=== control_decoder ===
Fig. 1: control_decoder, clock distribution
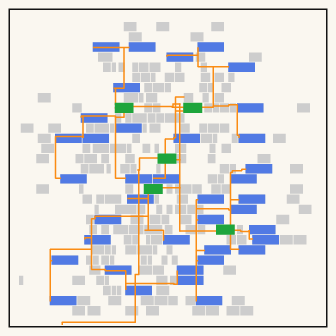

**src/rtl/proc_pkg.sv**
```systemverilog
// Shared definitions for the processor control path.
// Holds the sequencer state codes, bus source and ALU op encodings, the
// control-word struct driven to the datapath, and a helper that identifies
// the states that complete an instruction.
package proc_pkg;

  localparam int ST_W = 6;
  typedef logic [ST_W-1:0] state_t;

  // Sequencer state codes
  localparam state_t ST_IDLE   = 6'd0;
  localparam state_t ST_FETCH1 = 6'd1;
  localparam state_t ST_FETCH2 = 6'd2;
  localparam state_t ST_FETCH3 = 6'd3;
  localparam state_t ST_LDR11  = 6'd4;
  localparam state_t ST_LDR12  = 6'd5;
  localparam state_t ST_LDR13  = 6'd6;
  localparam state_t ST_LDR14  = 6'd7;
  localparam state_t ST_LDR21  = 6'd8;
  localparam state_t ST_LDR22  = 6'd9;
  localparam state_t ST_LDR23  = 6'd10;
  localparam state_t ST_LDR24  = 6'd11;
  localparam state_t ST_STAC1  = 6'd12;
  localparam state_t ST_STAC2  = 6'd13;
  localparam state_t ST_STAC3  = 6'd14;
  localparam state_t ST_STAC4  = 6'd15;
  localparam state_t ST_ADD    = 6'd16;
  localparam state_t ST_ADD2   = 6'd17;
  localparam state_t ST_MUL    = 6'd18;

  // Bus source encodings
  localparam logic [2:0] BUS_NONE = 3'd0;
  localparam logic [2:0] BUS_PC   = 3'd1;
  localparam logic [2:0] BUS_DR   = 3'd2;
  localparam logic [2:0] BUS_AC   = 3'd3;
  localparam logic [2:0] BUS_R1   = 3'd4;
  localparam logic [2:0] BUS_R2   = 3'd5;
  localparam logic [2:0] BUS_MEM  = 3'd6;

  // ALU op encodings (3 is reserved)
  localparam logic [1:0] ALU_PASS = 2'd0;
  localparam logic [1:0] ALU_ADD  = 2'd1;
  localparam logic [1:0] ALU_MUL  = 2'd2;

  typedef struct packed {
    logic [2:0] bus_sel;
    logic       ld_ar;
    logic       ld_dr;
    logic       ld_ir;
    logic       ld_r1;
    logic       ld_r2;
    logic       ld_ac;
    logic       inc_pc;
    logic       mem_rd;
    logic       mem_wr;
    logic [1:0] alu_op;
  } ctrl_word_t;

  // States that finish an instruction and bump the completion counter.
  function automatic logic is_terminal(state_t s);
    logic t;
    case (s)
      ST_LDR14, ST_LDR24, ST_STAC4, ST_ADD2, ST_MUL: t = 1'b1;
      default:                                       t = 1'b0;
    endcase
    return t;
  endfunction

endpackage

```
**src/rtl/ctrl_rom.sv**
```systemverilog
// Combinational decode of a sequencer state into a datapath control word.
// Ports:
//   state_i  sequencer state code
//   ctrl_o   control word; all zero for idle and for undefined codes
module ctrl_rom
  import proc_pkg::*;
#(
  parameter int STATE_W = 6
) (
  input  logic [STATE_W-1:0] state_i,
  output ctrl_word_t         ctrl_o
);

  always_comb begin
    ctrl_o = '0;
    case (state_t'(state_i))
      // Address phase: PC onto the bus, latch AR
      ST_FETCH1, ST_LDR11, ST_LDR21, ST_STAC1: begin
        ctrl_o.bus_sel = BUS_PC;
        ctrl_o.ld_ar   = 1'b1;
      end
      // Memory read into DR and step the PC
      ST_FETCH2, ST_LDR12, ST_LDR22, ST_STAC2: begin
        ctrl_o.mem_rd = 1'b1;
        ctrl_o.ld_dr  = 1'b1;
        ctrl_o.inc_pc = 1'b1;
      end
      ST_FETCH3: begin
        ctrl_o.bus_sel = BUS_DR;
        ctrl_o.ld_ir   = 1'b1;
      end
      // Operand address taken from DR
      ST_LDR13, ST_LDR23, ST_STAC3: begin
        ctrl_o.bus_sel = BUS_DR;
        ctrl_o.ld_ar   = 1'b1;
      end
      ST_LDR14: begin
        ctrl_o.mem_rd  = 1'b1;
        ctrl_o.bus_sel = BUS_MEM;
        ctrl_o.ld_r1   = 1'b1;
      end
      ST_LDR24: begin
        ctrl_o.mem_rd  = 1'b1;
        ctrl_o.bus_sel = BUS_MEM;
        ctrl_o.ld_r2   = 1'b1;
      end
      ST_STAC4: begin
        ctrl_o.bus_sel = BUS_AC;
        ctrl_o.mem_wr  = 1'b1;
      end
      ST_ADD: begin
        ctrl_o.bus_sel = BUS_R1;
        ctrl_o.alu_op  = ALU_PASS;
        ctrl_o.ld_ac   = 1'b1;
      end
      ST_ADD2: begin
        ctrl_o.bus_sel = BUS_R2;
        ctrl_o.alu_op  = ALU_ADD;
        ctrl_o.ld_ac   = 1'b1;
      end
      ST_MUL: begin
        ctrl_o.bus_sel = BUS_R1;
        ctrl_o.alu_op  = ALU_MUL;
        ctrl_o.ld_ac   = 1'b1;
      end
      default: ctrl_o = '0;
    endcase
  end

endmodule

```
**src/rtl/control_decoder.sv**
```systemverilog
// Registers the decoded control word for the current sequencer state and
// keeps processor status: busy, halt pulse, saturating completed-instruction
// counter, sticky illegal-state flag and optional sticky sequence-check flag.
// Optional feature macro: CTRL_SEQ_CHECK_EN enables the transition checker
// behind seq_error; without it seq_error is constant 0.
// Ports:
//   clock, reset     clock and synchronous active-high reset
//   state            sequencer state
//   bus_sel .. alu_op  registered control word (1 cycle after state)
//   busy, halted, instr_count, illegal_state, seq_error  status
module control_decoder
  import proc_pkg::*;
#(
  parameter int STATE_W = 6,
  parameter int CNT_W   = 16
) (
  input  logic               clock,
  input  logic               reset,
  input  logic [STATE_W-1:0] state,
  output logic [2:0]         bus_sel,
  output logic               ld_ar,
  output logic               ld_dr,
  output logic               ld_ir,
  output logic               ld_r1,
  output logic               ld_r2,
  output logic               ld_ac,
  output logic               inc_pc,
  output logic               mem_rd,
  output logic               mem_wr,
  output logic [1:0]         alu_op,
  output logic               busy,
  output logic               halted,
  output logic [CNT_W-1:0]   instr_count,
  output logic               illegal_state,
  output logic               seq_error
);

  ctrl_word_t         rom_cw;
  ctrl_word_t         ctrl_q;
  logic [STATE_W-1:0] prev_state_q;
  logic               busy_q;
  logic               halted_q;
  logic               halted_d;
  logic               illegal_q;
  logic               illegal_d;
  logic [CNT_W-1:0]   count_q;
  logic [CNT_W-1:0]   count_d;
  logic               state_changed;

  ctrl_rom #(.STATE_W(STATE_W)) u_rom (
    .state_i (state),
    .ctrl_o  (rom_cw)
  );

  assign state_changed = (state != prev_state_q);

  always_comb begin
    halted_d  = (prev_state_q == STATE_W'(ST_FETCH3)) && (state == STATE_W'(ST_IDLE));
    illegal_d = illegal_q || (state > STATE_W'(ST_MUL));
    count_d   = count_q;
    // A stalled terminal state counts only on entry; the counter saturates.
    if (is_terminal(state_t'(state)) && state_changed && (count_q != {CNT_W{1'b1}}))
      count_d = count_q + CNT_W'(1);
  end

  always_ff @(posedge clock) begin
    if (reset) begin
      ctrl_q       <= '0;
      prev_state_q <= '0;
      busy_q       <= 1'b0;
      halted_q     <= 1'b0;
      illegal_q    <= 1'b0;
      count_q      <= '0;
    end else begin
      ctrl_q       <= rom_cw;
      prev_state_q <= state;
      busy_q       <= (state != STATE_W'(ST_IDLE));
      halted_q     <= halted_d;
      illegal_q    <= illegal_d;
      count_q      <= count_d;
    end
  end

`ifdef CTRL_SEQ_CHECK_EN
  logic chk_en_q;
  logic seq_err_q;
  logic legal_tr;

  // Legal moves: idle->fetch1, n->n+1 inside a non-terminal run,
  // fetch3->instruction entry points or idle, terminal->fetch1.
  always_comb begin
    legal_tr = 1'b0;
    if (!state_changed)
      legal_tr = 1'b1;
    else if (prev_state_q == STATE_W'(ST_IDLE))
      legal_tr = (state == STATE_W'(ST_FETCH1));
    else if (prev_state_q == STATE_W'(ST_FETCH3))
      legal_tr = (state == STATE_W'(ST_IDLE))  || (state == STATE_W'(ST_LDR11)) ||
                 (state == STATE_W'(ST_LDR21)) || (state == STATE_W'(ST_STAC1)) ||
                 (state == STATE_W'(ST_ADD))   || (state == STATE_W'(ST_MUL));
    else if (prev_state_q <= STATE_W'(ST_MUL)) begin
      if (is_terminal(state_t'(prev_state_q)))
        legal_tr = (state == STATE_W'(ST_FETCH1));
      else
        legal_tr = (state == prev_state_q + STATE_W'(1));
    end
  end

  // chk_en_q masks the first sample after reset, where prev_state is forced.
  always_ff @(posedge clock) begin
    if (reset) begin
      chk_en_q  <= 1'b0;
      seq_err_q <= 1'b0;
    end else begin
      chk_en_q  <= 1'b1;
      seq_err_q <= seq_err_q || (chk_en_q && !legal_tr);
    end
  end

  assign seq_error = seq_err_q;
`else
  assign seq_error = 1'b0;
`endif

  assign bus_sel       = ctrl_q.bus_sel;
  assign ld_ar         = ctrl_q.ld_ar;
  assign ld_dr         = ctrl_q.ld_dr;
  assign ld_ir         = ctrl_q.ld_ir;
  assign ld_r1         = ctrl_q.ld_r1;
  assign ld_r2         = ctrl_q.ld_r2;
  assign ld_ac         = ctrl_q.ld_ac;
  assign inc_pc        = ctrl_q.inc_pc;
  assign mem_rd        = ctrl_q.mem_rd;
  assign mem_wr        = ctrl_q.mem_wr;
  assign alu_op        = ctrl_q.alu_op;
  assign busy          = busy_q;
  assign halted        = halted_q;
  assign instr_count   = count_q;
  assign illegal_state = illegal_q;

endmodule

```
**config.mk**
```make
export PLATFORM = sky130hd
export DESIGN_NAME = control_decoder
export DESIGN_NICKNAME = d
export VERILOG_FILES = /design/src/rtl/proc_pkg.sv /design/src/rtl/ctrl_rom.sv /design/src/rtl/control_decoder.sv
export SDC_FILE = /design/constraint.sdc
export NUM_CORES = 1
export LEC_CHECK = 0
export CAP_MARGIN = 20
export CORE_MARGIN = 2
export CORE_UTILIZATION = 28
export CTS_CLUSTER_DIAMETER = 100
export DETAILED_ROUTE_END_ITERATION = 8
export HOLD_SLACK_MARGIN = 0.08
export SLEW_MARGIN = 20
export SYNTH_ARGS = -nofsm -noshare
export SYNTH_HDL_FRONTEND = slang
export SYNTH_SLANG_ARGS = --single-unit
```
**constraint.sdc**
```tcl
create_clock -name clock -period 4.3 [get_ports clock]
set_input_delay 0.86 -clock clock [delete_from_list [all_inputs] [get_ports clock]]
set_output_delay 0.86 -clock clock [all_outputs]
set_load 0.02 [all_outputs]
```
=== icache_refill ===
==> config.mk <==
export PLATFORM = sky130hd
export DESIGN_NAME = icache_refill
export DESIGN_NICKNAME = d
export VERILOG_FILES = /design/src/rtl/icache_refill_pkg.sv /design/src/rtl/icache_line_asm.sv /design/src/rtl/icache_refill.sv
export SDC_FILE = /design/constraint.sdc
export NUM_CORES = 1
export LEC_CHECK = 0
export ABC_AREA = 0
export CAP_MARGIN = 0
export CORE_ASPECT_RATIO = 1.5
export CORE_MARGIN = 4
export CORE_UTILIZATION = 40
export CTS_BUF_LIST = sky130_fd_sc_hd__clkbuf_8
export DETAILED_ROUTE_END_ITERATION = 8
export PLACE_DENSITY_LB_ADDON = 0.25
export SETUP_SLACK_MARGIN = 0.05
export SYNTH_ARGS = -nofsm -noshare
export SYNTH_HDL_FRONTEND = slang
export SYNTH_SLANG_ARGS = --single-unit
export TNS_END_PERCENT = 10
==> constraint.sdc <==
create_clock -name clk -period 2.5 [get_ports clk]
set_input_delay 0.5 -clock clk [delete_from_list [all_inputs] [get_ports clk]]
set_output_delay 0.5 -clock clk [all_outputs]
set_load 0.1 [all_outputs]
==> src/rtl/icache_refill_pkg.sv <==
// rtl/icache_refill_pkg.sv - shared types, line/tag geometry and tag builder for the icache refill slice
package icache_refill_pkg;

   typedef enum logic [2:0] {
      ST_IDLE  = 3'd0,
      ST_FILL  = 3'd1,
      ST_DRAIN = 3'd2,
      ST_WRITE = 3'd3,
      ST_HOLD  = 3'd4
   } refillState_t;

   localparam int LINE_W    = 128;
   localparam int TAG_W     = 9;

   localparam int VALID_BIT = 8;
   localparam int LRU_HI    = 7;
   localparam int LRU_LO    = 5;
   localparam int TAG_HI    = 4;
   localparam int TAG_LO    = 2;
   localparam int OFF_HI    = 1;
   localparam int OFF_LO    = 0;

   // Builds a freshly filled line tag from the PC's line-index bits (PC[4:2]).
   // The LRU age starts at zero and the offset field always names word 0.
   function automatic logic [TAG_W-1:0] makeLineTag(input logic [TAG_HI-TAG_LO:0] pcLine);
      logic [TAG_W-1:0] t;
      t                = '0;
      t[VALID_BIT]     = 1'b1;
      t[LRU_HI:LRU_LO] = '0;
      t[TAG_HI:TAG_LO] = pcLine;
      t[OFF_HI:OFF_LO] = '0;
      return t;
   endfunction

endpackage

==> src/rtl/icache_line_asm.sv <==
// rtl/icache_line_asm.sv - word-by-word line assembly register with beat counter
module icache_line_asm #(
   parameter int DATA_W = 32,
   parameter int WORDS  = 4
) (
   input  logic                       clk,
   input  logic                       rst_n,
   input  logic                       clear,
   input  logic                       store,
   input  logic [DATA_W-1:0]          data,
   output logic [$clog2(WORDS)-1:0]   beat,
   output logic [DATA_W*WORDS-1:0]    line
);

   // Insert each accepted word at the current beat slot; the counter wraps
   // naturally after the last word, so it is already zero for the next line.
   always_ff @(posedge clk or negedge rst_n) begin
      if (!rst_n) begin
         beat <= '0;
         line <= '0;
      end else if (clear) begin
         beat <= '0;
      end else if (store) begin
         line[beat*DATA_W +: DATA_W] <= data;
         beat                        <= beat + 1'b1;
      end
   end

endmodule

==> src/rtl/icache_refill.sv <==
// rtl/icache_refill.sv - instruction cache miss refill controller (FSM, timeout, line write)
module icache_refill
   import icache_refill_pkg::*;
#(
   parameter int ADDR_W      = 5,
   parameter int DATA_W      = 32,
   parameter int LINE_WORDS  = 4,
   parameter int MEM_TIMEOUT = 15
) (
   input  logic              clk,
   input  logic              rst_n,
   input  logic              miss,
   input  logic [ADDR_W-1:0] miss_pc,
   input  logic              flush,
   output logic              mem_req,
   output logic [ADDR_W-1:0] mem_addr,
   input  logic              mem_rvalid,
   input  logic [DATA_W-1:0] mem_rdata,
   output logic              wr_en,
   output logic [LINE_W-1:0] wr_line,
   output logic [TAG_W-1:0]  wr_tag,
   output logic              busy,
   output logic              err
);

   localparam int BEAT_W = $clog2(LINE_WORDS);
   localparam int TO_W   = $clog2(MEM_TIMEOUT + 1);

   refillState_t      state;
   logic [ADDR_W-1:0] base;
   logic [ADDR_W-1:0] missBase;
   logic [BEAT_W-1:0] beat;
   logic [BEAT_W-1:0] nextBeat;
   logic [TO_W-1:0]   toCnt;
   logic              timeoutHit;
   logic              lastBeat;
   logic              startFill;
   logic              storeBeat;

   // The word offset of the missing PC is irrelevant: the whole line is fetched from word 0.
   wire unusedPcOff = &{1'b0, miss_pc[BEAT_W-1:0]};

   assign missBase   = {miss_pc[ADDR_W-1:BEAT_W], {BEAT_W{1'b0}}};
   assign nextBeat   = beat + 1'b1;
   assign lastBeat   = (beat == BEAT_W'(LINE_WORDS - 1));
   assign timeoutHit = (toCnt == TO_W'(MEM_TIMEOUT - 1));
   assign startFill  = (state == ST_IDLE) && miss && !flush;
   // A beat returning together with a flush is discarded, never stored.
   assign storeBeat  = (state == ST_FILL) && mem_rvalid && !flush;

   icache_line_asm #(
      .DATA_W (DATA_W),
      .WORDS  (LINE_WORDS)
   ) u_lineAsm (
      .clk   (clk),
      .rst_n (rst_n),
      .clear (startFill),
      .store (storeBeat),
      .data  (mem_rdata),
      .beat  (beat),
      .line  (wr_line)
   );

   // Refill sequencing: request one beat at a time, abort on flush or timeout, then write and hold.
   always_ff @(posedge clk or negedge rst_n) begin
      if (!rst_n) begin
         state    <= ST_IDLE;
         base     <= '0;
         toCnt    <= '0;
         mem_req  <= 1'b0;
         mem_addr <= '0;
         wr_en    <= 1'b0;
         wr_tag   <= '0;
         busy     <= 1'b0;
         err      <= 1'b0;
      end else begin
         wr_en <= 1'b0;
         err   <= 1'b0;
         case (state)
            ST_IDLE: begin
               if (startFill) begin
                  base     <= missBase;
                  mem_addr <= missBase;
                  mem_req  <= 1'b1;
                  busy     <= 1'b1;
                  toCnt    <= '0;
                  state    <= ST_FILL;
               end
            end
            ST_FILL: begin
               if (mem_rvalid) begin
                  toCnt <= '0;
                  if (flush) begin
                     mem_req <= 1'b0;
                     busy    <= 1'b0;
                     state   <= ST_IDLE;
                  end else if (lastBeat) begin
                     mem_req <= 1'b0;
                     wr_en   <= 1'b1;
                     wr_tag  <= makeLineTag(base[ADDR_W-1:BEAT_W]);
                     state   <= ST_WRITE;
                  end else begin
                     mem_addr <= base + ADDR_W'(nextBeat);
                  end
               end else if (timeoutHit) begin
                  toCnt   <= '0;
                  mem_req <= 1'b0;
                  busy    <= 1'b0;
                  err     <= 1'b1;
                  state   <= ST_IDLE;
               end else begin
                  // The outstanding beat keeps aging across a flush into DRAIN.
                  toCnt <= toCnt + 1'b1;
                  if (flush) begin
                     mem_req <= 1'b0;
                     state   <= ST_DRAIN;
                  end
               end
            end
            ST_DRAIN: begin
               if (mem_rvalid) begin
                  toCnt <= '0;
                  busy  <= 1'b0;
                  state <= ST_IDLE;
               end else if (timeoutHit) begin
                  toCnt <= '0;
                  busy  <= 1'b0;
                  err   <= 1'b1;
                  state <= ST_IDLE;
               end else begin
                  toCnt <= toCnt + 1'b1;
               end
            end
            ST_WRITE: begin
               state <= ST_HOLD;
            end
            ST_HOLD: begin
               busy  <= 1'b0;
               state <= ST_IDLE;
            end
            default: begin
               mem_req <= 1'b0;
               busy    <= 1'b0;
               state   <= ST_IDLE;
            end
         endcase
      end
   end

endmodule

=== msk_aes_stream_host ===
File: config.mk
export PLATFORM = sky130hd
export DESIGN_NAME = msk_aes_stream_host
export DESIGN_NICKNAME = d
export VERILOG_FILES = /design/src/rtl/msk_aes_stream_host.sv
export SDC_FILE = /design/constraint.sdc
export NUM_CORES = 2
export LEC_CHECK = 0
export CAP_MARGIN = 5
export CORE_AREA = 2 2 434 436
export CTS_BUF_LIST = sky130_fd_sc_hd__clkbuf_4
export DETAILED_ROUTE_END_ITERATION = 6
export DIE_AREA = 0 0 436 438
export GPL_TIMING_DRIVEN = 0
export PLACE_DENSITY = 0.42
export SLEW_MARGIN = 15
export SYNTH_ARGS = -nofsm -noshare
export SYNTH_HDL_FRONTEND = slang
export SYNTH_SLANG_ARGS = --single-unit
File: constraint.sdc
create_clock -name clk -period 2.6 [get_ports clk]
set_clock_uncertainty 0.15 [all_clocks]
set_input_delay 0.65 -clock clk [delete_from_list [all_inputs] [get_ports clk]]
set_output_delay 0.65 -clock clk [all_outputs]
set_load 0.01 [all_outputs]
File: src/rtl/msk_aes_stream_host.sv
// Stream front-end for the masked AES core: deserialises 32-bit words into the
// plaintext/key buses, runs the core handshakes, and serialises the ciphertext back out.
module msk_aes_stream_host #(
  parameter int d = 2
) (
  input  logic               clk,
  input  logic               rst_n,
  input  logic [31:0]        s_data,
  input  logic               s_valid,
  output logic               s_ready,
  output logic [31:0]        m_data,
  output logic               m_valid,
  input  logic               m_ready,
  output logic               m_last,
  output logic               busy,
  output logic               core_valid_in,
  input  logic               core_in_ready,
  output logic [128*d-1:0]   core_sh_plaintext,
  output logic [256*d-1:0]   core_sh_key,
  input  logic               core_cipher_valid,
  output logic               core_out_ready,
  input  logic [128*d-1:0]   core_sh_ciphertext
);

  localparam int NIN  = 12 * d;
  localparam int NOUT = 4 * d;
  localparam int CW   = $clog2(NIN);
  localparam int PW   = $clog2(4 * d);
  localparam int KW   = $clog2(8 * d);

  typedef enum logic [1:0] {S_LOAD, S_ISSUE, S_WAIT, S_UNLOAD} state_t;

  state_t                 r_state;
  state_t                 w_next;
  logic [CW-1:0]          r_in_cnt;
  logic [CW-1:0]          r_out_cnt;
  logic [4*d-1:0][31:0]   r_pt;
  logic [8*d-1:0][31:0]   r_key;
  logic [4*d-1:0][31:0]   r_ct;
  logic                   r_started;
  logic                   w_in_fire;
  logic                   w_out_fire;
  logic                   w_in_last;
  logic                   w_out_last;
  logic [KW-1:0]          w_key_idx;

  assign w_in_fire  = s_valid & s_ready;
  assign w_out_fire = m_valid & m_ready;
  assign w_in_last  = (r_in_cnt == CW'(NIN - 1));
  assign w_out_last = (r_out_cnt == CW'(NOUT - 1));
  assign w_key_idx  = KW'(r_in_cnt - CW'(4 * d));

  assign core_sh_plaintext = r_pt;
  assign core_sh_key       = r_key;

  always_ff @(posedge clk) begin
    if (!rst_n) begin
      r_state <= S_LOAD;
    end else begin
      r_state <= w_next;
    end
  end

  always_comb begin
    w_next = r_state;
    case (r_state)
      S_LOAD:   if (w_in_fire && w_in_last)   w_next = S_ISSUE;
      S_ISSUE:  if (core_in_ready)            w_next = S_WAIT;
      S_WAIT:   if (core_cipher_valid)        w_next = S_UNLOAD;
      S_UNLOAD: if (w_out_fire && w_out_last) w_next = S_LOAD;
      default:                                w_next = S_LOAD;
    endcase
  end

  always_comb begin
    s_ready        = 1'b0;
    core_valid_in  = 1'b0;
    core_out_ready = 1'b0;
    m_valid        = 1'b0;
    m_last         = 1'b0;
    m_data         = '0;
    busy           = !((r_state == S_LOAD) && (r_in_cnt == '0));
    case (r_state)
      // r_started keeps s_ready low while reset is held and for the release cycle
      S_LOAD:   s_ready = r_started;
      S_ISSUE:  core_valid_in = 1'b1;
      S_WAIT:   core_out_ready = 1'b1;
      S_UNLOAD: begin
        m_valid = 1'b1;
        m_last  = w_out_last;
        m_data  = r_ct[r_out_cnt[PW-1:0]];
      end
      default: ;
    endcase
  end

  always_ff @(posedge clk) begin
    if (!rst_n) begin
      r_in_cnt  <= '0;
      r_out_cnt <= '0;
      r_pt      <= '0;
      r_key     <= '0;
      r_ct      <= '0;
      r_started <= 1'b0;
    end else begin
      r_started <= 1'b1;
      if (w_in_fire) begin
        if (r_in_cnt < CW'(4 * d)) r_pt[r_in_cnt[PW-1:0]] <= s_data;
        else                       r_key[w_key_idx]       <= s_data;
        r_in_cnt <= w_in_last ? '0 : r_in_cnt + CW'(1);
      end
      if ((r_state == S_ISSUE) && core_in_ready) begin
        r_pt  <= '0;
        r_key <= '0;
      end
      if ((r_state == S_WAIT) && core_cipher_valid) begin
        r_ct <= core_sh_ciphertext;
      end
      // each emitted share slice is wiped as soon as downstream takes it
      if (w_out_fire) begin
        if (w_out_last) begin
          r_ct      <= '0;
          r_out_cnt <= '0;
        end else begin
          r_ct[r_out_cnt[PW-1:0]] <= '0;
          r_out_cnt               <= r_out_cnt + CW'(1);
        end
      end
    end
  end

endmodule

=== pipe_ctrl ===
--- config.mk ---
export PLATFORM = sky130hd
export DESIGN_NAME = pipe_ctrl
export DESIGN_NICKNAME = d
export VERILOG_FILES = /design/src/rtl/pipe_ctrl.sv
export SDC_FILE = /design/constraint.sdc
export NUM_CORES = 1
export LEC_CHECK = 0
export CAP_MARGIN = 10
export CORE_MARGIN = 4
export CORE_UTILIZATION = 34
export CTS_BUF_LIST = sky130_fd_sc_hd__clkbuf_16
export CTS_CLUSTER_DIAMETER = 120
export DETAILED_ROUTE_END_ITERATION = 10
export PLACE_DENSITY_LB_ADDON = 0.1
export RECOVER_POWER = 25
export SYNTH_ARGS = -nofsm -noshare
export SYNTH_HDL_FRONTEND = slang
export SYNTH_SLANG_ARGS = --single-unit
--- constraint.sdc ---
create_clock -name clk_100M -period 2.4 [get_ports clk_100M]
set_clock_uncertainty 0.1 [all_clocks]
set_input_delay 0.48 -clock clk_100M [delete_from_list [all_inputs] [get_ports clk_100M]]
set_output_delay 0.48 -clock clk_100M [all_outputs]
set_load 0.005 [all_outputs]
--- src/rtl/pipe_ctrl.sv ---
// pipe_ctrl: stall/flush/redirect controller for the in-order pipeline.
// Define PIPE_CTRL_PERF_EN to add the stall_cnt_o/flush_cnt_o counters.
module pipe_ctrl #(
    parameter int unsigned HOLD_MAX = 255
) (
    input  logic        clk_100M,
    input  logic        rst,
    input  logic        hold_flag_i,
    input  logic        jump_flag_i,
    input  logic [31:0] jump_addr_i,
    input  logic        ld_use_i,
    input  logic        mem_busy_i,
    output logic        hold_pc_o,
    output logic        hold_if_id_o,
    output logic        hold_id_ex_o,
    output logic        hold_ex_mem_o,
    output logic        clear_if_id_o,
    output logic        clear_id_ex_o,
    output logic        clear_ex_mem_o,
    output logic        pc_jump_o,
    output logic [31:0] pc_jump_addr_o,
`ifdef PIPE_CTRL_PERF_EN
    output logic [31:0] stall_cnt_o,
    output logic [31:0] flush_cnt_o,
`endif
    output logic        hold_timeout_o
);

    typedef enum logic [1:0] {
        S_RUN,
        S_MEM_WAIT,
        S_EX_HOLD,
        S_FLUSH
    } state_t;

    localparam logic [15:0] LP_HOLD_MAX = 16'(HOLD_MAX);

    state_t      r_state;
    state_t      w_state_nxt;
    logic [15:0] r_hold_cnt;
    logic [15:0] w_hold_cnt_nxt;
    logic [15:0] w_hold_cnt_inc;
    logic        r_lock;
    logic        w_lock_nxt;

    assign w_hold_cnt_inc = r_hold_cnt + 16'd1;

    always_ff @(posedge clk_100M) begin
        if (rst) begin
            r_state    <= S_RUN;
            r_hold_cnt <= '0;
            r_lock     <= 1'b0;
        end else begin
            r_state    <= w_state_nxt;
            r_hold_cnt <= w_hold_cnt_nxt;
            r_lock     <= w_lock_nxt;
        end
    end

    always_comb begin
        hold_pc_o      = 1'b0;
        hold_if_id_o   = 1'b0;
        hold_id_ex_o   = 1'b0;
        hold_ex_mem_o  = 1'b0;
        clear_if_id_o  = 1'b0;
        clear_id_ex_o  = 1'b0;
        clear_ex_mem_o = 1'b0;
        pc_jump_o      = 1'b0;
        pc_jump_addr_o = '0;
        hold_timeout_o = 1'b0;
        w_state_nxt    = S_RUN;
        w_hold_cnt_nxt = '0;
        // Lockout persists only while EX keeps requesting the hold
        w_lock_nxt     = r_lock & hold_flag_i;
        if (rst) begin
            w_lock_nxt = 1'b0;
        end else if (mem_busy_i) begin
            hold_pc_o     = 1'b1;
            hold_if_id_o  = 1'b1;
            hold_id_ex_o  = 1'b1;
            hold_ex_mem_o = 1'b1;
            w_state_nxt   = S_MEM_WAIT;
        end else if (r_state == S_FLUSH) begin
            clear_if_id_o = 1'b1;
        end else if (hold_flag_i && !r_lock) begin
            if (w_hold_cnt_inc == LP_HOLD_MAX) begin
                hold_timeout_o = 1'b1;
                w_lock_nxt     = 1'b1;
            end else begin
                hold_pc_o      = 1'b1;
                hold_if_id_o   = 1'b1;
                hold_id_ex_o   = 1'b1;
                clear_ex_mem_o = 1'b1;
                w_state_nxt    = S_EX_HOLD;
                w_hold_cnt_nxt = w_hold_cnt_inc;
            end
        end else if (jump_flag_i) begin
            pc_jump_o      = 1'b1;
            pc_jump_addr_o = jump_addr_i;
            clear_if_id_o  = 1'b1;
            clear_id_ex_o  = 1'b1;
            w_state_nxt    = S_FLUSH;
        end else if (ld_use_i) begin
            hold_pc_o     = 1'b1;
            hold_if_id_o  = 1'b1;
            clear_id_ex_o = 1'b1;
        end
    end

`ifdef PIPE_CTRL_PERF_EN
    logic [31:0] r_stall_cnt;
    logic [31:0] r_flush_cnt;
    logic        w_hold_any;

    assign w_hold_any = hold_pc_o | hold_if_id_o
                      | hold_id_ex_o | hold_ex_mem_o;

    always_ff @(posedge clk_100M) begin
        if (rst) begin
            r_stall_cnt <= '0;
            r_flush_cnt <= '0;
        end else begin
            if (w_hold_any && (r_stall_cnt != '1))
                r_stall_cnt <= r_stall_cnt + 32'd1;
            if (pc_jump_o && (r_flush_cnt != '1))
                r_flush_cnt <= r_flush_cnt + 32'd1;
        end
    end

    assign stall_cnt_o = r_stall_cnt;
    assign flush_cnt_o = r_flush_cnt;
`endif

endmodule

==> layout pictures side by side <==
Metal 2.
shot_01.png
Bar = 20 µm.
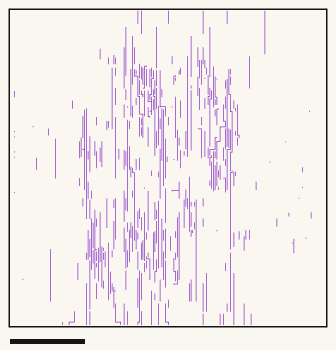
shot_02.png
Bar = 20 µm.
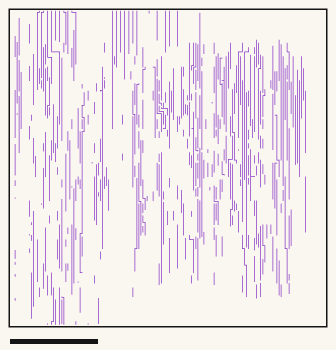
shot_03.png
Bar = 20 µm.
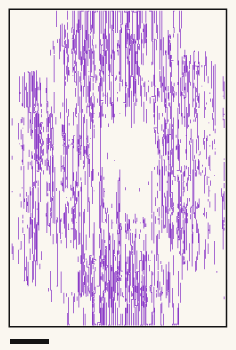
shot_04.png
Bar = 100 µm.
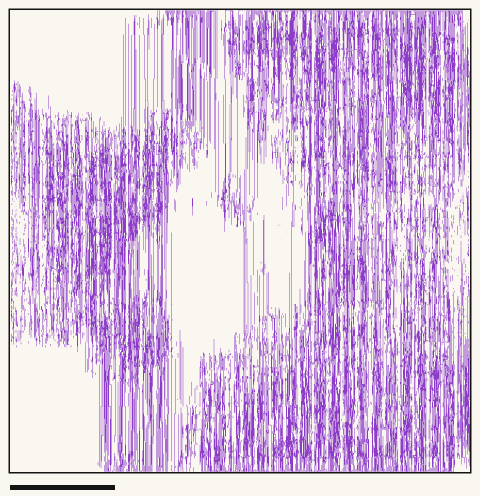
Of these, largest die: shot_04.png
control_decoder is shot_01.png.
msk_aes_stream_host is shot_04.png.
icache_refill is shot_03.png.
pipe_ctrl is shot_02.png.

Key to shot_04.png:
The layer holds 50% of the routed length. The longest straight run is 193 µm. The layer carries 129 mm of wire. The wires run mostly vertical. 5,785 nets have wire on it.

Fig. 2: msk_aes_stream_host, congestion heat map
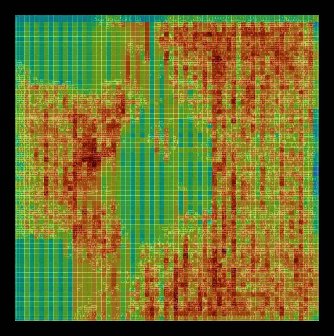
met2 track demand over resource in global routing: 45.5%
global routing usage on met1: 28.7%

==> run summary, msk_aes_stream_host <==
Physical implementation

The flow ran to the end, but the final reports show violations. The final reports fail on setup timing. The count of plain and timing-repair buffers in the layout is 2,090. The setup TNS after final layout is -40,270 ps. After legalization and detailed placement, the total HPWL measured 196,000 µm.

Endpoints failing hold in the final report were tallied at 0. The clock sink total is 1,037. Looking at the clock tree report, the maximum root-to-sink buffer count equals 4. The master of the slowest instance on the critical path is dfxtp_4.

After clock tree synthesis, the clock-pin slew on the worst setup and hold paths is 70 ps. Summing all flip-flop and latch instances after layout gives 0.0219 mm². The horizontal die dimension reported for this design is 436 µm. In the post-route analysis, the smallest setup slack over all paths is -1260 ps.

Logged for this run, the post-placement worst setup slack is -1980 ps. For this run, global-route usage on met3 was measured as 5.79%. Per the log, the first TritonRoute iteration ended with a DRC count of 3,341. Cell internal power was estimated by the tool at 25.0 mW. The final setup violation count is 65.

The clock buffer count from CTS is 319. The path type of the worst setup path is register to primary output. Max-slew check failures listed in the final report amount to 0.

The number of combinational gates with multiple inputs is 3,273. The floorplan row count is 159. The number of enable flip-flop cells is 0.

The number of antenna diodes in the final layout is 11. The proportion of synthesized area in mux cells is 0.0268%. For the worst flop-to-flop path, the logic depth is 9.

Total global-route track usage over all layers is 25.7%. The cell at the root of the clock tree is clkbuf_4. In the final layout, the fill cell count is 19,800. The detailed router reports a met3 wire length of 17,200 µm. The total number of sequential cells is 1,037. In this run, power in combinational logic comes to 2.71 mW. Max fanout on the critical path was recorded as 8. Ranked by power, first place goes to sequential cells.

The number of H-tree levels is 5. The synthesized design contains 1,037 register bits. The height of the die is 438 µm.

The footprint of the multi-input gates is 0.0160 mm².
==> msk_aes_stream_host: layout by cell type, fill, tap and decap left out, types with 10 or more instances in the layout <==
| master | n |
|---|---|
| buf_12 | 12 |
| buf_8 | 17 |
| dfxtp_4 | 51 |
| a22oi_1 | 42 |
| clkinv_1 | 28 |
| a21oi_1 | 898 |
| nand3_1 | 130 |
| and3_1 | 10 |
| buf_6 | 805 |
| clkbuf_1 | 102 |
| dfxtp_2 | 725 |
| clkdlybuf4s50_1 | 293 |
| diode_2 | 11 |
| buf_4 | 258 |
| nor2_1 | 11 |
| clkbuf_16 | 39 |
| a41oi_2 | 17 |
| o21ai_0 | 128 |
| nand2_1 | 1835 |
| buf_2 | 94 |
| dfxtp_1 | 261 |
| clkbuf_4 | 464 |
| a22oi_2 | 86 |
| a41oi_4 | 15 |
| clkbuf_2 | 167 |
| dlygate4sd3_1 | 269 |
==> msk_aes_stream_host: worst min-delay path: stages <==
cell and delay (ps):
clkdlybuf4s50_1 580, nand2_1 230, o21ai_0 90
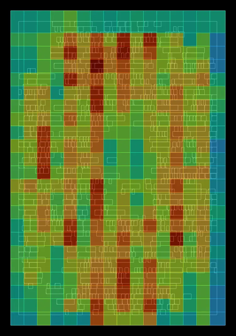
Fig. 3. Congestion heat map (icache_refill).
Most Used Layer, Global Route: met2
met2 track demand over resource in global routing: 34.7%

==> run summary, icache_refill <==
Physical implementation

The warning total across the stage logs is 34. The routed design shows a wire length per standard cell of 16.8 µm. According to the floorplan report, the die height is 163 µm. The run finished with clean final reports. According to the CTS report, the clock sink count is 153. The aggregate routed wire length is 17,900 µm. The total DRC errors in the routed layout is 0. The area fraction in compound gates after synthesis is 12.3%.

Of the synthesized area, sequential elements account for 59.5%. The wire length on met2 is 9470 µm. Per the OpenROAD floorplan log, the area of the core is 0.0157 mm². The internal power of the cells is 5.35 mW.

More flip-flops sit in one register than any other, and that register is u_lineAsm.line. The final hold slack is 7.17 ps. The number of cells after detailed placement is 1,035. Excluding fillers, the count of instances in the completed layout stands at 1,065. The clock tree from TritonCTS is yes.
-- icache_refill: cell type report --
class                           instances  area [µm²]
Fill cell                            1443        7190
Timing Repair Buffer                  196        1630
Clock buffer                           17         234
Inverter                               39         146
Multi-Input combinational cell        444        2250
Sequential cell                       153        3830
Tap cell                              203         254
Clock inverter                         13         156
-- icache_refill: worst max-delay path, cell delays in order (launching register included) --
cell	delay (ps)
dfrtp_1	530
inv_1	250
ha_1	530
nor3b_4	260
buf_4	260
nand2_1	70
o21ai_0	160
-- icache_refill: cell families (layout without fill, tap and decap cells) --
| logic type | Yosys count | after routing |
|---|---|---|
| adders and majority gates | 8 | 8 |
| xor gates and xnor gates | 2 | 2 |
| and+or+nand+nor | 264 | 264 |
| muxes | 14 | 14 |
| other | 1 | 5 |
| buffers and inverters | 86 | 265 |
| AOI/OAI and AO/OA | 151 | 151 |
| DFF | 153 | 153 |
-- icache_refill: metrics by stage --
stage          cell area (µm²)  power [mW]  setup slack, ps
6_report                  8500        12.0              344
5_1_grt                   8500        12.5              134
4_1_cts                   8500        12.1              321
3_5_place_dp              8110        10.2              179
3_3_place_gp              8110        10.1              242
2_1_floorplan             6450        8.56              693
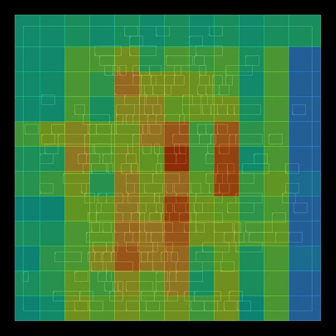
Fig. 4. Congestion heat map (control_decoder).
met2 track demand over resource in global routing: 17.4%
met3 usage: 2.75%
Routed WL per cell: 13.1 µm
global routing usage on met1: 16.1%

## Picture notes: Fig. 1
Key: cells driving clock nets = green [count 5]; clock wires = orange [length 526 µm]; flip-flops = blue [count 38]
There are 6 routed clock nets.
Clock Skew: 8.88 ps
clk latency of the worst-skew pair: 290 ps
share of power burned in the clock network: 37.5%
clock group power: 260 µW

==> run summary, control_decoder <==
Physical implementation

The pre-antenna-repair detailed-routing pass consisted of 4 iterations. After global routing the overflow that remains totals 0. The path type of the worst min-delay path is register to register. STA lists the maximum fanout along the critical path as 25. CTS built an H-tree with a depth of 2. The most repeated cell in the gate-level netlist after synthesis is dfxtp_1. At the worst endpoint, the required time is 4480 ps. The Yosys step of the flow raised 0 warnings. The cell area power density is 296 mW/mm². By area the synthesized netlist is led by dfxtp_1 (42%), o31ai_1 (4.5%), a21oi_1 (4.4%). The flow reports that combinational logic draws 10.3% of the design power. For this block, the initial DRC count from the detailed router was 83. The hold violation count in the final report is 0. The number of instances resized during post-cts repair is 0. Sequential cells make up 32.5% of the cell area. The count of inserted tapcells is 77. The number of setup buffers added after CTS is 0. After detailed routing, the number of remaining DRC violations is 0. The internal power of the cells is 516 µW. The total number of sequential cells is 38.

Warnings raised by the tools during the run amount to 26. The total of max-cap violations is 0. Per the final layout report, the fraction of cells sized above drive strength 1 comes to 8.94%. The sequential power reported by the tool is 362 µW. The proportion of synthesized area in mux cells is 4.25%. For this design, the CTS-stage hold fixing added 0 buffers. Counting the buffers created by CTS gives 5. The count of boundary I/O pins is 42. The run finished with clean final reports. Of all flip-flops after synthesis, the portion carrying an async set or reset was 0%. The power dissipated in combinational cells is 71.4 µW. Before CTS, the worst setup slack after placement is 815 ps.
==> control_decoder: through the flow <==
| step | utilization, % | instances |
|---|---|---|
| floorplan | - | 203 |
| global placement | 35.6 | 304 |
| detailed placement | 35.6 | 304 |
| CTS | 37.1 | 312 |
| global route | 37.1 | 312 |
| finish | 37.1 | 312 |
==> control_decoder: critical path, stage by stage <==
cell and delay, ps:
clkdlybuf4s50_1 680, nor2_2 360, o22ai_2 110, a32oi_2 850
nor4_1 140, mux2_1 350
==> control_decoder: layer usage <==
| metal | up-vias | routed length [µm] |
|---|---|---|
| li1 | 805 | - |
| met2 | 27 | 1790 |
| met5 | - | 0 |
| met3 | 6 | 144 |
| met1 | 737 | 2080 |
| met4 | 0 | 75 |
==> control_decoder: worst paths after layout <==
path,endpoint,slack [ps],depth (start not counted)
worst min register to register,illegal_state$_SDFF_PP0_,500,2
worst max register to register,instr_count[0]$_SDFFE_PP0P_,2180,5
worst max-delay path,instr_count[15]$_SDFFE_PP0P_,1120,6
worst min-delay path,illegal_state$_SDFF_PP0_,500,2
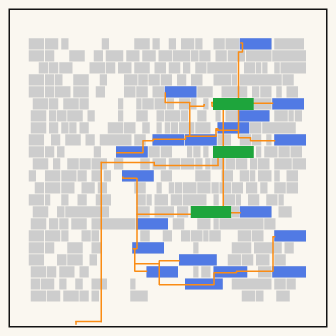
Fig. 5. Clock distribution (pipe_ctrl).
Key: cells driving clock nets = green [count 3]; clock wires = orange [length 308 µm]; flip-flops = blue [count 19]
There are 4 routed clock nets.

==> run summary, pipe_ctrl <==
Physical implementation

The flow ran to the end, but the final reports show violations. The power in sequential cells is 321 µW. Leaving out fill and tap cells, the most frequent cells in the layout are buf_4 (48), clkdlybuf4s50_1 (35), and2_1 (31), nor2_1 (15), dfxtp_1 (15). The number of H-tree levels is 1. Across all setup checks in the final design, the least slack found is -310 ps. The hold violation count in the final report is 0. The final setup violation count is 15. In this run, placement finished with an instance count of 330.

The largest contributor to cell area by class is non-clock buffers. The final max-slew violation count is 0. The worst-case reg-to-reg setup slack stands at 120 ps.

Leaving out fill and tap cells, the most frequent cell in the layout is buf_4. The synthesis report names the predominant flop master as dfxtp_1. TritonCTS built the clock tree.

The pin count of the biggest net entering global routing is 18. The internal power of the cells is 640 µW. In this run, power in combinational logic comes to 147 µW. Per the GRT congestion report, total overflow comes to 0.

The origin of the worst min-delay path is r_hold_cnt[0]$_SDFF_PP0_. The routed length on met1 is 1920 µm. The maximum fanout encountered on the critical timing path is 4. The placed standard-cell area is 0.00253 mm². The cell at the root of the clock tree is clkbuf_16.

When the netlist entered floorplanning its net count stood at 211. The final reports fail on setup timing. The initial antenna violation count is 0.
==> pipe_ctrl: flip-flops by register name, indices dropped and copies added (netlist names) <==
name and cells:
r_hold_cnt 16, r_lock 1, r_state 2
==> pipe_ctrl: worst max path at each step <==
stage / slack [ps] / end / depth (start not counted)
finish: -310 / clear_ex_mem_o / 9
global route: -450 / hold_id_ex_o / 9
detailed placement: -390 / pc_jump_addr_o[20] / 8
CTS: -280 / clear_ex_mem_o / 9
floorplan: 5 / hold_pc_o / 8
global placement: -390 / pc_jump_addr_o[20] / 8
==> pipe_ctrl: through the flow <==
stage	power, mW	hold slack (ps)	setup TNS, ps
after global routing	0.842	422	-3710
after floorplan	0.362	358	0
after global placement	0.473	374	-13470
after CTS	0.816	392	-1350
after detailed placement	0.473	377	-13450
final	0.808	391	-1860
==> pipe_ctrl: kinds of logic after synthesis <==
kind of cell / Yosys count
AND-OR/OR-AND: 20
XOR/XNOR: 17
adder cells (fa/ha/maj): 2
buffers and inverters: 15
flip-flops: 19
AND/OR/NAND/NOR: 98


==> notes/layouts.md <==
Pictures saved along the way, in no particular order.

The metal 3 layer.
Cells faint in the background.
panel A
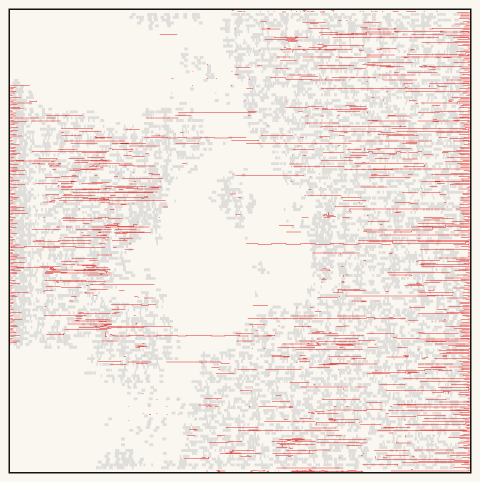
panel B
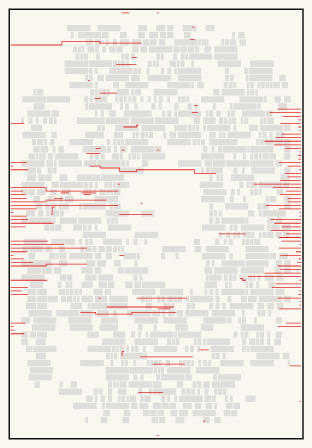
panel C
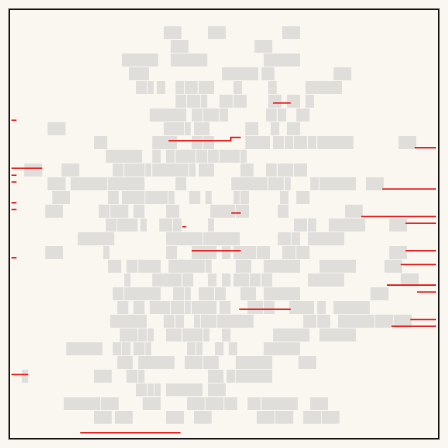
panel D
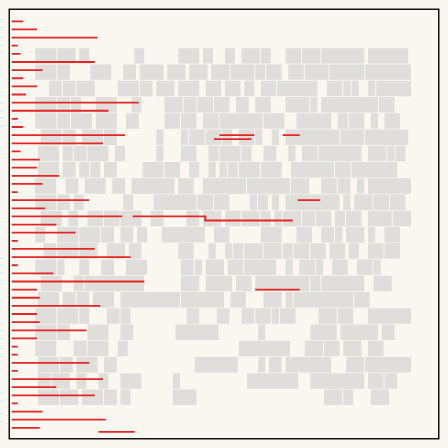
Panel D is pipe_ctrl.
Panel A is msk_aes_stream_host.
Panel B is icache_refill.
Panel C is control_decoder.


==> layout pictures side by side <==
Signal wires on met1.
(a)
Bar = 20 µm. Supply wires on this layer in gray.
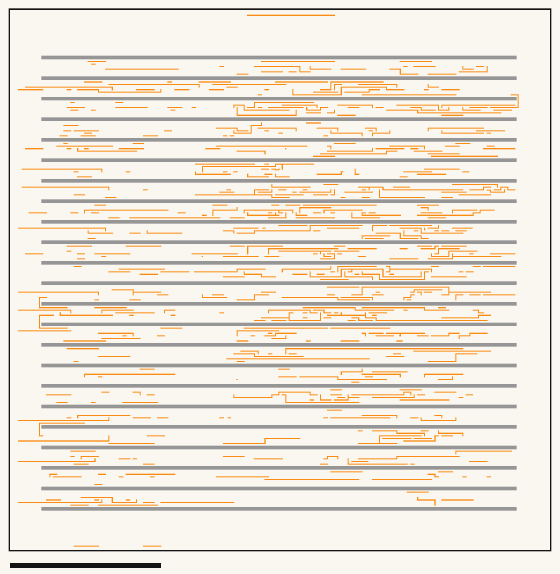
(b)
Bar = 20 µm. Supply wires on this layer in gray.
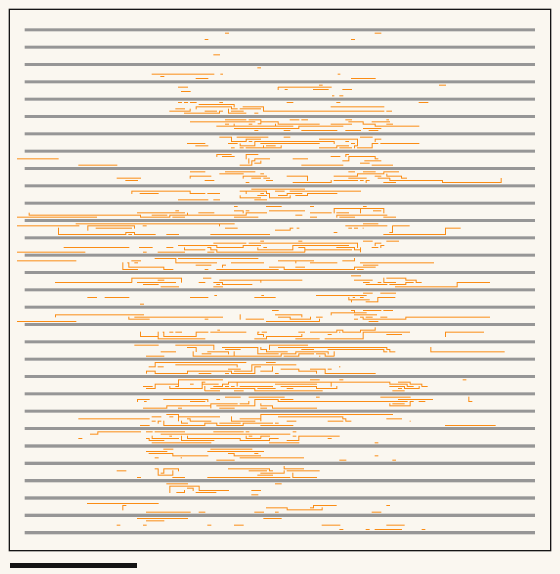
(c)
Bar = 20 µm. Supply wires on this layer in gray.
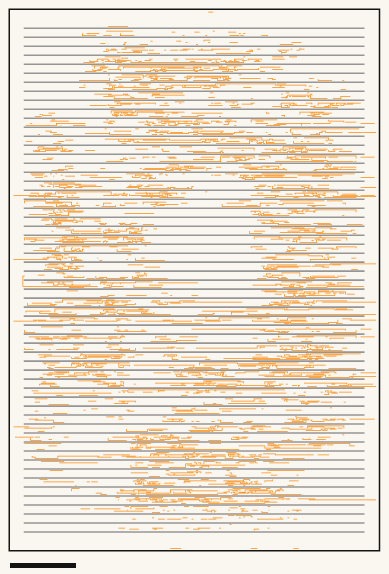
(d)
Bar = 100 µm. Supply wires on this layer in gray.
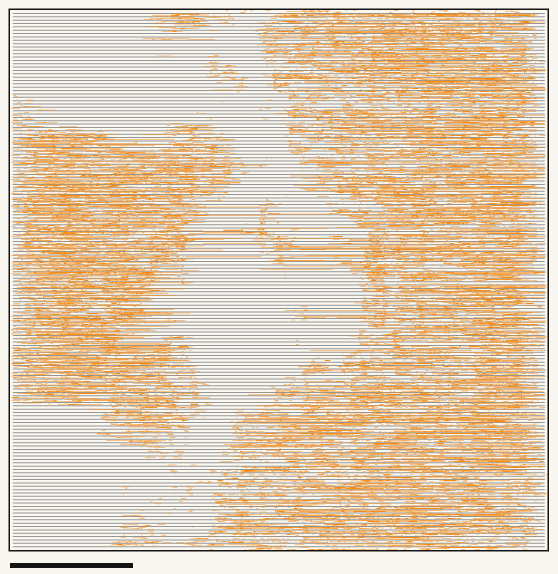
msk_aes_stream_host is (d).
control_decoder is (b).
icache_refill is (c).
pipe_ctrl is (a).
- largest die: (d)
- smallest die: (a)

Key to (b):
The layer holds 51% of the routed length. The layer carries 2,080 µm of wire.

Power is estimated from default activity; no workload was simulated.
